######## pwm_modulator ########
### Port wiring, pwm_modulator

(6 px per um)
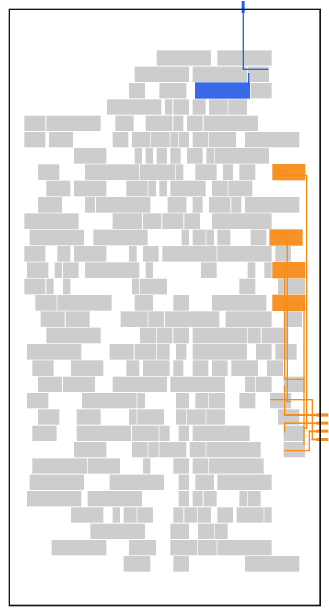
### Wiring heat map, pwm_modulator

(4 px per um) The die is cut into 10 by 20 equal tiles; white is low, dark blue is high, scaled to the fullest tile. Values are wire area over tile area, all layers added.
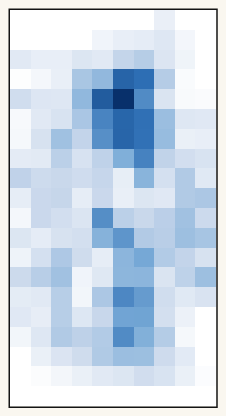
### Routed clock nets over the placement, pwm_modulator

(6 px per um)
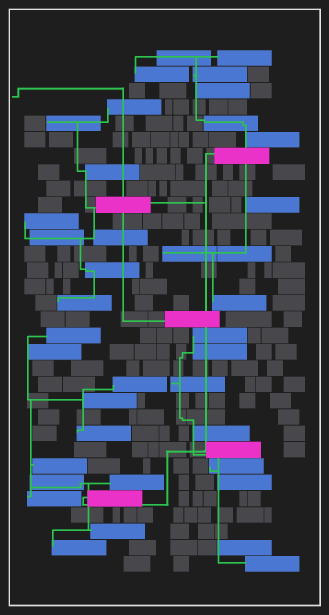
===== src/rtl/pwm_pkg.sv =====
// pwm_pkg: shared widths and dead-band FSM state encoding for the PWM modulator
package pwm_pkg;

    localparam int SAMPLE_W_DEF = 8;
    localparam int DEAD_W_DEF   = 4;

    typedef enum logic [1:0] {
        IDLE  = 2'd0,
        HI_ON = 2'd1,
        DEAD  = 2'd2,
        LO_ON = 2'd3
    } pwm_state_e;

endpackage


===== src/rtl/dead_band_gen.sv =====
// dead_band_gen: turns the raw PWM level into complementary drives with a dead band
module dead_band_gen
    import pwm_pkg::*;
#(
    parameter int DEAD_W = DEAD_W_DEF
) (
    input  logic              clock,
    input  logic              reset,
    input  logic              enable,
    input  logic              raw,
    input  logic [DEAD_W-1:0] dead_time,
    output logic              hi,
    output logic              lo
);

    pwm_state_e        state_q, state_d, side;
    logic [DEAD_W-1:0] dead_q, dead_d;
    logic              hi_q, hi_d, lo_q, lo_d;

    // follow raw; every edge parks both sides low for dead_time clocks before switching
    always_comb begin
        side    = raw ? HI_ON : LO_ON;
        state_d = state_q;
        dead_d  = dead_q;
        if (!enable) begin
            state_d = IDLE;
            dead_d  = '0;
        end else if (state_q == IDLE) begin
            state_d = side;
        end else if (state_q == DEAD) begin
            state_d = (dead_q == DEAD_W'(1)) ? side : DEAD;
            dead_d  = dead_q - DEAD_W'(1);
        end else if (state_q != side) begin
            state_d = (dead_time == '0) ? side : DEAD;
            dead_d  = dead_time;
        end
        hi_d = (state_d == HI_ON);
        lo_d = (state_d == LO_ON);
    end

    // state, dead counter and registered drives; reset drops the drives at once
    always_ff @(posedge clock or posedge reset) begin
        if (reset) begin
            state_q <= IDLE;
            dead_q  <= '0;
            hi_q    <= 1'b0;
            lo_q    <= 1'b0;
        end else begin
            state_q <= state_d;
            dead_q  <= dead_d;
            hi_q    <= hi_d;
            lo_q    <= lo_d;
        end
    end

    assign hi = hi_q;
    assign lo = lo_q;

endmodule


===== src/rtl/pwm_modulator.sv =====
// pwm_modulator: period counter, one-deep sample slot and duty register feeding the dead-band driver
module pwm_modulator
    import pwm_pkg::*;
#(
    parameter int SAMPLE_W = SAMPLE_W_DEF,
    parameter int DEAD_W   = DEAD_W_DEF
) (
    input  logic                clock,
    input  logic                reset,
    input  logic                enable,
    input  logic [SAMPLE_W-1:0] sample,
    input  logic                sample_valid,
    output logic                sample_ready,
    input  logic [DEAD_W-1:0]   dead_time,
    output logic                pwm_hi,
    output logic                pwm_lo,
    output logic                period_start,
    output logic                underrun
);

    logic [SAMPLE_W-1:0] count_q, count_d, duty_q, duty_d, pend_q, pend_d;
    logic [DEAD_W-1:0]   dt_q, dt_d;
    logic                pend_valid_q, pend_valid_d, fresh_q, fresh_d;
    logic                wrap, accept, raw;

    assign sample_ready = !pend_valid_q;
    assign period_start = enable && !reset && (count_q == '0);
    assign underrun     = period_start && !fresh_q;
    assign raw          = count_q < duty_q;

    // fresh remembers whether the last wrap delivered a new duty; a freshly enabled period has none
    always_comb begin
        wrap         = enable && (count_q == '1);
        accept       = sample_valid && !pend_valid_q;
        count_d      = enable ? count_q + SAMPLE_W'(1) : '0;
        duty_d       = (wrap && pend_valid_q) ? pend_q : duty_q;
        pend_d       = accept ? sample : pend_q;
        pend_valid_d = accept || (pend_valid_q && !wrap);
        fresh_d      = enable && (wrap ? pend_valid_q : fresh_q);
        dt_d         = period_start ? dead_time : dt_q;
    end

    // counter, sample slot, duty and latched dead time
    always_ff @(posedge clock or posedge reset) begin
        if (reset) begin
            count_q      <= '0;
            duty_q       <= '0;
            pend_q       <= '0;
            pend_valid_q <= 1'b0;
            fresh_q      <= 1'b0;
            dt_q         <= '0;
        end else begin
            count_q      <= count_d;
            duty_q       <= duty_d;
            pend_q       <= pend_d;
            pend_valid_q <= pend_valid_d;
            fresh_q      <= fresh_d;
            dt_q         <= dt_d;
        end
    end

    dead_band_gen #(
        .DEAD_W(DEAD_W)
    ) u_dead_band (
        .clock    (clock),
        .reset    (reset),
        .enable   (enable),
        .raw      (raw),
        .dead_time(dt_d),
        .hi       (pwm_hi),
        .lo       (pwm_lo)
    );

endmodule


===== config.mk =====
export PLATFORM = sky130hd
export DESIGN_NAME = pwm_modulator
export DESIGN_NICKNAME = d
export VERILOG_FILES = /design/src/rtl/pwm_pkg.sv /design/src/rtl/dead_band_gen.sv /design/src/rtl/pwm_modulator.sv
export SDC_FILE = /design/constraint.sdc
export NUM_CORES = 1
export LEC_CHECK = 0
export CAP_MARGIN = 20
export CORE_ASPECT_RATIO = 2
export CORE_MARGIN = 2
export CORE_UTILIZATION = 45
export CTS_BUF_LIST = sky130_fd_sc_hd__clkbuf_16
export DETAILED_ROUTE_END_ITERATION = 8
export PLACE_DENSITY_LB_ADDON = 0.25
export SYNTH_ARGS = -nofsm -noshare
export SYNTH_HDL_FRONTEND = slang
export SYNTH_HIERARCHICAL = 1
export SYNTH_SLANG_ARGS = --single-unit

===== constraint.sdc =====
create_clock -name clock -period 2.4 [get_ports clock]
set_clock_uncertainty 0.1 [all_clocks]
set_input_delay 0.24 -clock clock [delete_from_list [all_inputs] [get_ports clock]]
set_output_delay 0.24 -clock clock [all_outputs]
set_load 0.01 [all_outputs]

==> flow_metrics.tcl <==
# metrics dict for downstream scripts
set metrics [dict create \
    max-cap-violations 0 \
    power.total_mw 1.90 \
    finalSetupViolCount 3 \
    grt_max_degree 31 \
    syn-cell-area_um2 2040 \
    grt_use_met3_pct 3.90 \
    fin_ws_ps -72.4 \
    muxShareOfSynthArea_pct 14.0 \
    yosysCellCount 174 \
    edf_count 0 \
    violations "negative setup slack" \
    synthArstFlopShare_pct 100 \
    max_freq_mhz 404 \
    core-area_um2 4340 \
    cts.sinks 38 \
    synth_cell_types 49 \
    crit_fanout 4 \
    path_class "reg -> reg" \
    worst_setup_path_start_kind "register" \
    dp_hpwl_um 3150 \
    relSlewSlack_pct 63.3 \
    busiest_layer "met2" \
    whs_ps 351 \
    outcome "finished, violations left" \
    synth_cells 174 \
    yosys-stat-area_um2 2040 \
    report.final.hold_viol_count 0 \
    cp_top_family "simple AND/OR/NAND/NOR gates" \
]
## Picture notes: 'Port wiring' of pwm_modulator
| port | color | bits | direction | end cells | buffers | wire |
|---|---|---|---|---|---|---|
| dead_time | orange | 4 | input | 4 | 4 | 166 um |
| pwm_hi | blue | 1 | output | 1 | 1 | 15.9 um |

## Picture notes: 'Wiring heat map' of pwm_modulator
mean over tiles: 0.13
fullest tile: 0.59
emptiest ninth of the die: north-west

## Picture notes: 'Routed clock nets over the placement' of pwm_modulator
[flip-flops] blue | count: 38
[cells driving clock nets] magenta | count: 5
[clock wires] green | length: 478 um
routed clock nets: 6

-- repair_timing --
item                                    in CTS  in global routing
pin swaps                                    2                 12
endpoints found under the setup margin       5                  9
setup buffers                                0                  3
resized                                      4                 13
-- synthesized netlist by cell type (3+ instances only) --
master	instances	area (um^2)
mux2_4	8	120
nand2b_1	3	18.8
dfrtp_1	38	951
and2_1	6	37.5
nor2b_1	4	25.0
mux2_2	12	135
a21oi_1	4	20.0
ha_1	11	138
buf_2	3	15.0
xnor2_1	6	52.6
nor2_1	4	15.0
inv_1	16	60.1
mux2i_1	3	30.0
nand2_1	3	11.3
o21ai_0	6	30.0
nand3_1	8	40.0
-- power breakdown --
part | internal [mW] | switching, mW
Clock | 0.374 | 0.233
Combinational | 0.260 | 0.226
Sequential | 0.719 | 0.0843
-- area by class of cell --
type                    instances  area (um^2)  area share (%)
well taps                      54         67.6            2.57
clock inverters                 2         10.0           0.381
clock buffers                   5          125            4.76
flip-flops and latches         38          952            36.2
repair buffers                 41          359            13.7
multi-input cells             113         1050            40.0
inverters                      17         63.8            2.43
-- metal layers --
metal	part of all wire, %	vias to the layer above
met5	0	-
met4	3.9	0
met3	4.1	14
met2	55	44
met1	37	739
li1	-	700

######## ring_rr_arbiter_flat ########
### Wiring heat map, ring_rr_arbiter_flat

(8 px per um) The die is cut into 11 by 11 equal tiles; white is low, dark blue is high, scaled to the fullest tile. Values are wire area over tile area, all layers added.
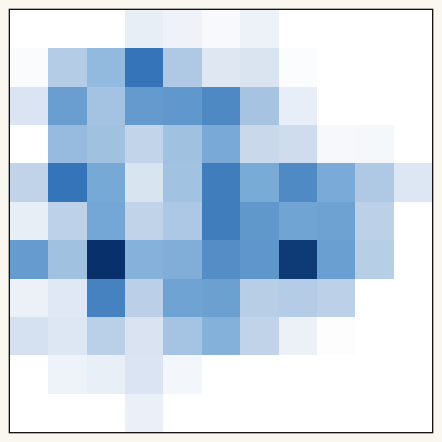
### Routing congestion map, ring_rr_arbiter_flat

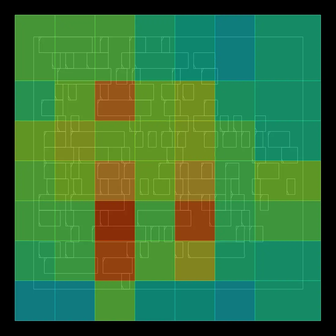
File: src/rtl/ring_rr_arbiter_if.sv
// rtl/ring_rr_arbiter_if.sv - request/grant bundle between requesters and ring_rr_arbiter
interface ring_rr_arbiter_if #(
  parameter int N  = 3,
  parameter int IW = 2
);
  logic [N-1:0]  req;
  logic [N-1:0]  grant;
  logic [IW-1:0] grant_idx;
  logic          busy;
  logic          timeout;

  // Arbiter side: consumes requests, drives the one-hot select.
  modport master (
    input  req,
    output grant,
    output grant_idx,
    output busy,
    output timeout
  );

  // Requester side.
  modport slave (
    output req,
    input  grant,
    input  grant_idx,
    input  busy,
    input  timeout
  );
endinterface

File: src/rtl/ring_rr_arbiter.sv
// rtl/ring_rr_arbiter.sv - one-hot ring-pointer round-robin arbiter; optional hold watchdog under ARB_TIMEOUT_EN
module ring_rr_arbiter #(
  parameter int N        = 3,
  parameter int MAX_HOLD = 16,
  parameter int IW       = 2
) (
  input  logic              clk,
  input  logic              reset,
  input  logic              flush,
  ring_rr_arbiter_if.master bus
);

  typedef enum logic [1:0] {
    IDLE    = 2'd0,
    GRANT   = 2'd1,
    RELEASE = 2'd2
  } state_t;

  // Reject configurations the ring search and index output cannot represent.
  if (N < 2 || IW < $clog2(N) || MAX_HOLD < 1) begin : g_bad_params
    $error("ring_rr_arbiter: need N >= 2, IW >= clog2(N), MAX_HOLD >= 1");
  end

  state_t        state;
  logic [N-1:0]  ptr;
  logic [N-1:0]  grant_q;
  logic [IW-1:0] idx_q;
  logic          busy_q;

  logic          win_found;
  logic [IW-1:0] win_idx;
  logic [N-1:0]  win_onehot;
  logic [N-1:0]  next_ptr;
  logic          held_req;
  logic          timeout_hit;

  // Find the pointer position, then scan the ring from there for the first requester.
  always_comb begin
    int base;
    int c;
    base      = 0;
    c         = 0;
    win_found = 1'b0;
    win_idx   = '0;
    for (int p = 0; p < N; p++) begin
      if (ptr[p]) base = p;
    end
    for (int k = 0; k < N; k++) begin
      c = base + k;
      if (c >= N) c = c - N;
      if (!win_found && bus.req[c]) begin
        win_found = 1'b1;
        win_idx   = IW'(c);
      end
    end
  end

  // The pointer moves one past the winner so the winner drops to lowest priority.
  assign win_onehot = N'(1) << win_idx;
  assign next_ptr   = {win_onehot[N-2:0], win_onehot[N-1]};

  // Only the current owner's request matters while a grant is held.
  assign held_req = |(bus.req & grant_q);

`ifdef ARB_TIMEOUT_EN
  localparam int HOLD_W = $clog2(MAX_HOLD + 1);
  logic [HOLD_W-1:0] hold_cnt;
  logic              timeout_q;
  // Counter holds (granted cycles - 1), so this fires on the MAX_HOLD-th granted cycle.
  assign timeout_hit = (state == GRANT) && (hold_cnt == HOLD_W'(MAX_HOLD - 1));
  assign bus.timeout = timeout_q;
`else
  assign timeout_hit = 1'b0;
  assign bus.timeout = 1'b0;
`endif

  // Arbitration FSM with registered grant, index, busy and timeout outputs.
  always_ff @(posedge clk or posedge reset) begin
    if (reset) begin
      state   <= IDLE;
      ptr     <= N'(1);
      grant_q <= '0;
      idx_q   <= '0;
      busy_q  <= 1'b0;
`ifdef ARB_TIMEOUT_EN
      hold_cnt  <= '0;
      timeout_q <= 1'b0;
`endif
    end else if (flush) begin
      state   <= IDLE;
      ptr     <= N'(1);
      grant_q <= '0;
      idx_q   <= '0;
      busy_q  <= 1'b0;
`ifdef ARB_TIMEOUT_EN
      hold_cnt  <= '0;
      timeout_q <= 1'b0;
`endif
    end else begin
`ifdef ARB_TIMEOUT_EN
      timeout_q <= 1'b0;
`endif
      case (state)
        IDLE: begin
          if (win_found) begin
            state   <= GRANT;
            grant_q <= win_onehot;
            idx_q   <= win_idx;
            ptr     <= next_ptr;
            busy_q  <= 1'b1;
`ifdef ARB_TIMEOUT_EN
            hold_cnt <= '0;
`endif
          end
        end
        GRANT: begin
`ifdef ARB_TIMEOUT_EN
          hold_cnt  <= hold_cnt + HOLD_W'(1);
          timeout_q <= timeout_hit;
`endif
          if (timeout_hit || !held_req) begin
            state   <= RELEASE;
            grant_q <= '0;
            idx_q   <= '0;
          end
        end
        RELEASE: begin
          state  <= IDLE;
          busy_q <= 1'b0;
        end
        default: begin
          state   <= IDLE;
          grant_q <= '0;
          idx_q   <= '0;
          busy_q  <= 1'b0;
        end
      endcase
    end
  end

  assign bus.grant     = grant_q;
  assign bus.grant_idx = idx_q;
  assign bus.busy      = busy_q;

endmodule

File: src/flat_wrapper.sv
// flat-port wrapper written by rule: the top's interface ports become plain ports
module ring_rr_arbiter_flat 
#(
  parameter int N        = 3,
  parameter int MAX_HOLD = 16,
  parameter int IW       = 2
)
  (clk, reset, flush, bus_req, bus_grant, bus_grant_idx, bus_busy, bus_timeout);
  ring_rr_arbiter_if #(.N(N), .IW(IW)) bus_i ();
  input  logic clk;
  input  logic reset;
  input  logic flush;
  input wire logic [$bits(bus_i.req)-1:0] bus_req;
  output wire logic [$bits(bus_i.grant)-1:0] bus_grant;
  output wire logic [$bits(bus_i.grant_idx)-1:0] bus_grant_idx;
  output wire logic [$bits(bus_i.busy)-1:0] bus_busy;
  output wire logic [$bits(bus_i.timeout)-1:0] bus_timeout;
  assign bus_i.req = bus_req;
  assign bus_grant = bus_i.grant;
  assign bus_grant_idx = bus_i.grant_idx;
  assign bus_busy = bus_i.busy;
  assign bus_timeout = bus_i.timeout;
  ring_rr_arbiter #(.N(N), .MAX_HOLD(MAX_HOLD), .IW(IW)) u_core (.clk(clk), .reset(reset), .flush(flush), .bus(bus_i));
endmodule
File: config.mk
export PLATFORM = sky130hd
export DESIGN_NAME = ring_rr_arbiter_flat
export DESIGN_NICKNAME = d
export VERILOG_FILES = /design/src/rtl/ring_rr_arbiter_if.sv /design/src/rtl/ring_rr_arbiter.sv /design/src/flat_wrapper.sv
export SDC_FILE = /design/constraint.sdc
export NUM_CORES = 1
export LEC_CHECK = 0
export ABC_AREA = 1
export CELL_PAD_IN_SITES_DETAIL_PLACEMENT = 1
export CELL_PAD_IN_SITES_GLOBAL_PLACEMENT = 2
export CORE_MARGIN = 3
export CORE_UTILIZATION = 28
export CTS_BUF_LIST = sky130_fd_sc_hd__clkbuf_8
export CTS_CLUSTER_SIZE = 24
export DETAILED_ROUTE_END_ITERATION = 12
export PLACE_DENSITY = 0.83
export SYNTH_ARGS = -nofsm -noshare
export SYNTH_HDL_FRONTEND = slang
export SYNTH_SLANG_ARGS = --single-unit
File: constraint.sdc
create_clock -name clk -period 1.6 [get_ports clk]
set_input_delay 0.32 -clock clk [delete_from_list [all_inputs] [get_ports clk]]
set_output_delay 0.32 -clock clk [all_outputs]
set_load 0.02 [all_outputs]
==> flow_metrics.tcl <==
# metrics dict for downstream scripts
set metrics [dict create \
    outcome "complete, no violations" \
    muxShareOfSynthArea_pct 0 \
    grt_max_degree 11 \
    critPathBufInv 1 \
    ys_seq_share_pct 40.9 \
    fillCellCount 257 \
    startpoint "u_core.bus.grant[2]" \
    maxPowerGroup "combinational logic" \
    cp_top_family "buffers and inverters" \
    warning_count 26 \
    synthesis.nets 87 \
    ir_worst_vdd_mv 0.920 \
    whs_ps 369 \
    clk-power_uw 253 \
    first_pass_iters 4 \
    ant_nets 0 \
    grt_overflow 0 \
    area_leaders "dfrtp_1, nand2_1, nand3_1, nand3_2, inv_1" \
    nNetsFinal 106 \
    dpl-instance-area_um2 774 \
    xor_area_share_pct 0 \
    dp_hpwl_um 1170 \
    drt_wl_total_um 1470 \
]
About 'Wiring heat map' of ring_rr_arbiter_flat:
nearly empty tiles: 33%
mean over tiles: 0.083
emptiest ninth of the die: north-east
tiles over half the peak: 19%

About 'Routing congestion map' of ring_rr_arbiter_flat:
Final Util: 40.5%
met3 usage: 3.42%
GRT Total Usage: 12.4%
WL/cell: 11.8 um

-- state kept, by name (all words and copies together), names as in the netlist --
| register | cells |
|---|---|
| u_core.bus.grant_idx | 2 |
| u_core.ptr | 2 |
| u_core.bus.grant | 3 |
| u_core.bus.busy | 1 |
| u_core.state | 2 |
-- logic make-up after synthesis --
group	count (synthesis)
simple gates	58
flops	10
buf+inv	10
compound gates	2
other cells	1
-- layout make-up --
class / instances / area, um^2 / area share, %
multi-input cells: 61 / 313 / 38.2
well taps: 27 / 33.8 / 4.12
repair buffers: 16 / 150 / 18.3
inverters: 8 / 30.0 / 3.66
flip-flops and latches: 10 / 251 / 30.7
clock buffers: 3 / 41.3 / 5.04
-- per-layer routing --
layer  global-route usage (%)  routed length, um
met5                        0                  0
met2                     18.0                648
met3                     3.42                 63
met4                     6.38                 27
met1                     16.5                736
-- cell usage after synthesis --
master / instances
nand2_1: 32
dfrtp_1: 10
inv_1: 8
nand3_1: 7
nand4_1: 4
nor2_1: 4
nand3_2: 3
nor2_2: 2
a21oi_2: 1
buf_4: 1
buf_6: 1
conb_1: 1
nand2_2: 1
nand3_4: 1
nand3b_1: 1
nand3b_2: 1
nor3_1: 1
nor3b_1: 1
o211ai_1: 1


==> layout pictures side by side <==
Logic cells by family.
Plate I
(8 px per um)
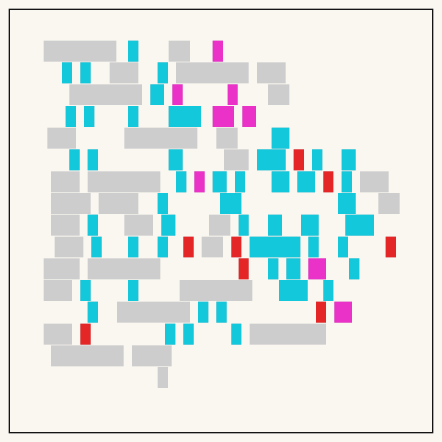
Plate II
(4 px per um)
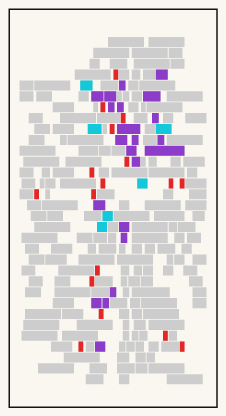
The one with the most cells is Plate II.
The one with the largest die is Plate II.
- Plate II = pwm_modulator
- Plate I = ring_rr_arbiter_flat

Key to Plate II:
| family | color | cells | most used |
|---|---|---|---|
| inverting AOI/OAI gates | purple | 22 | o21ai_0 |
| AND-OR and OR-AND gates | cyan | 6 | a21o_1 |
| inverters | red | 17 | inv_1 |

No activity file was given, so power comes from the tool's default toggle rates.
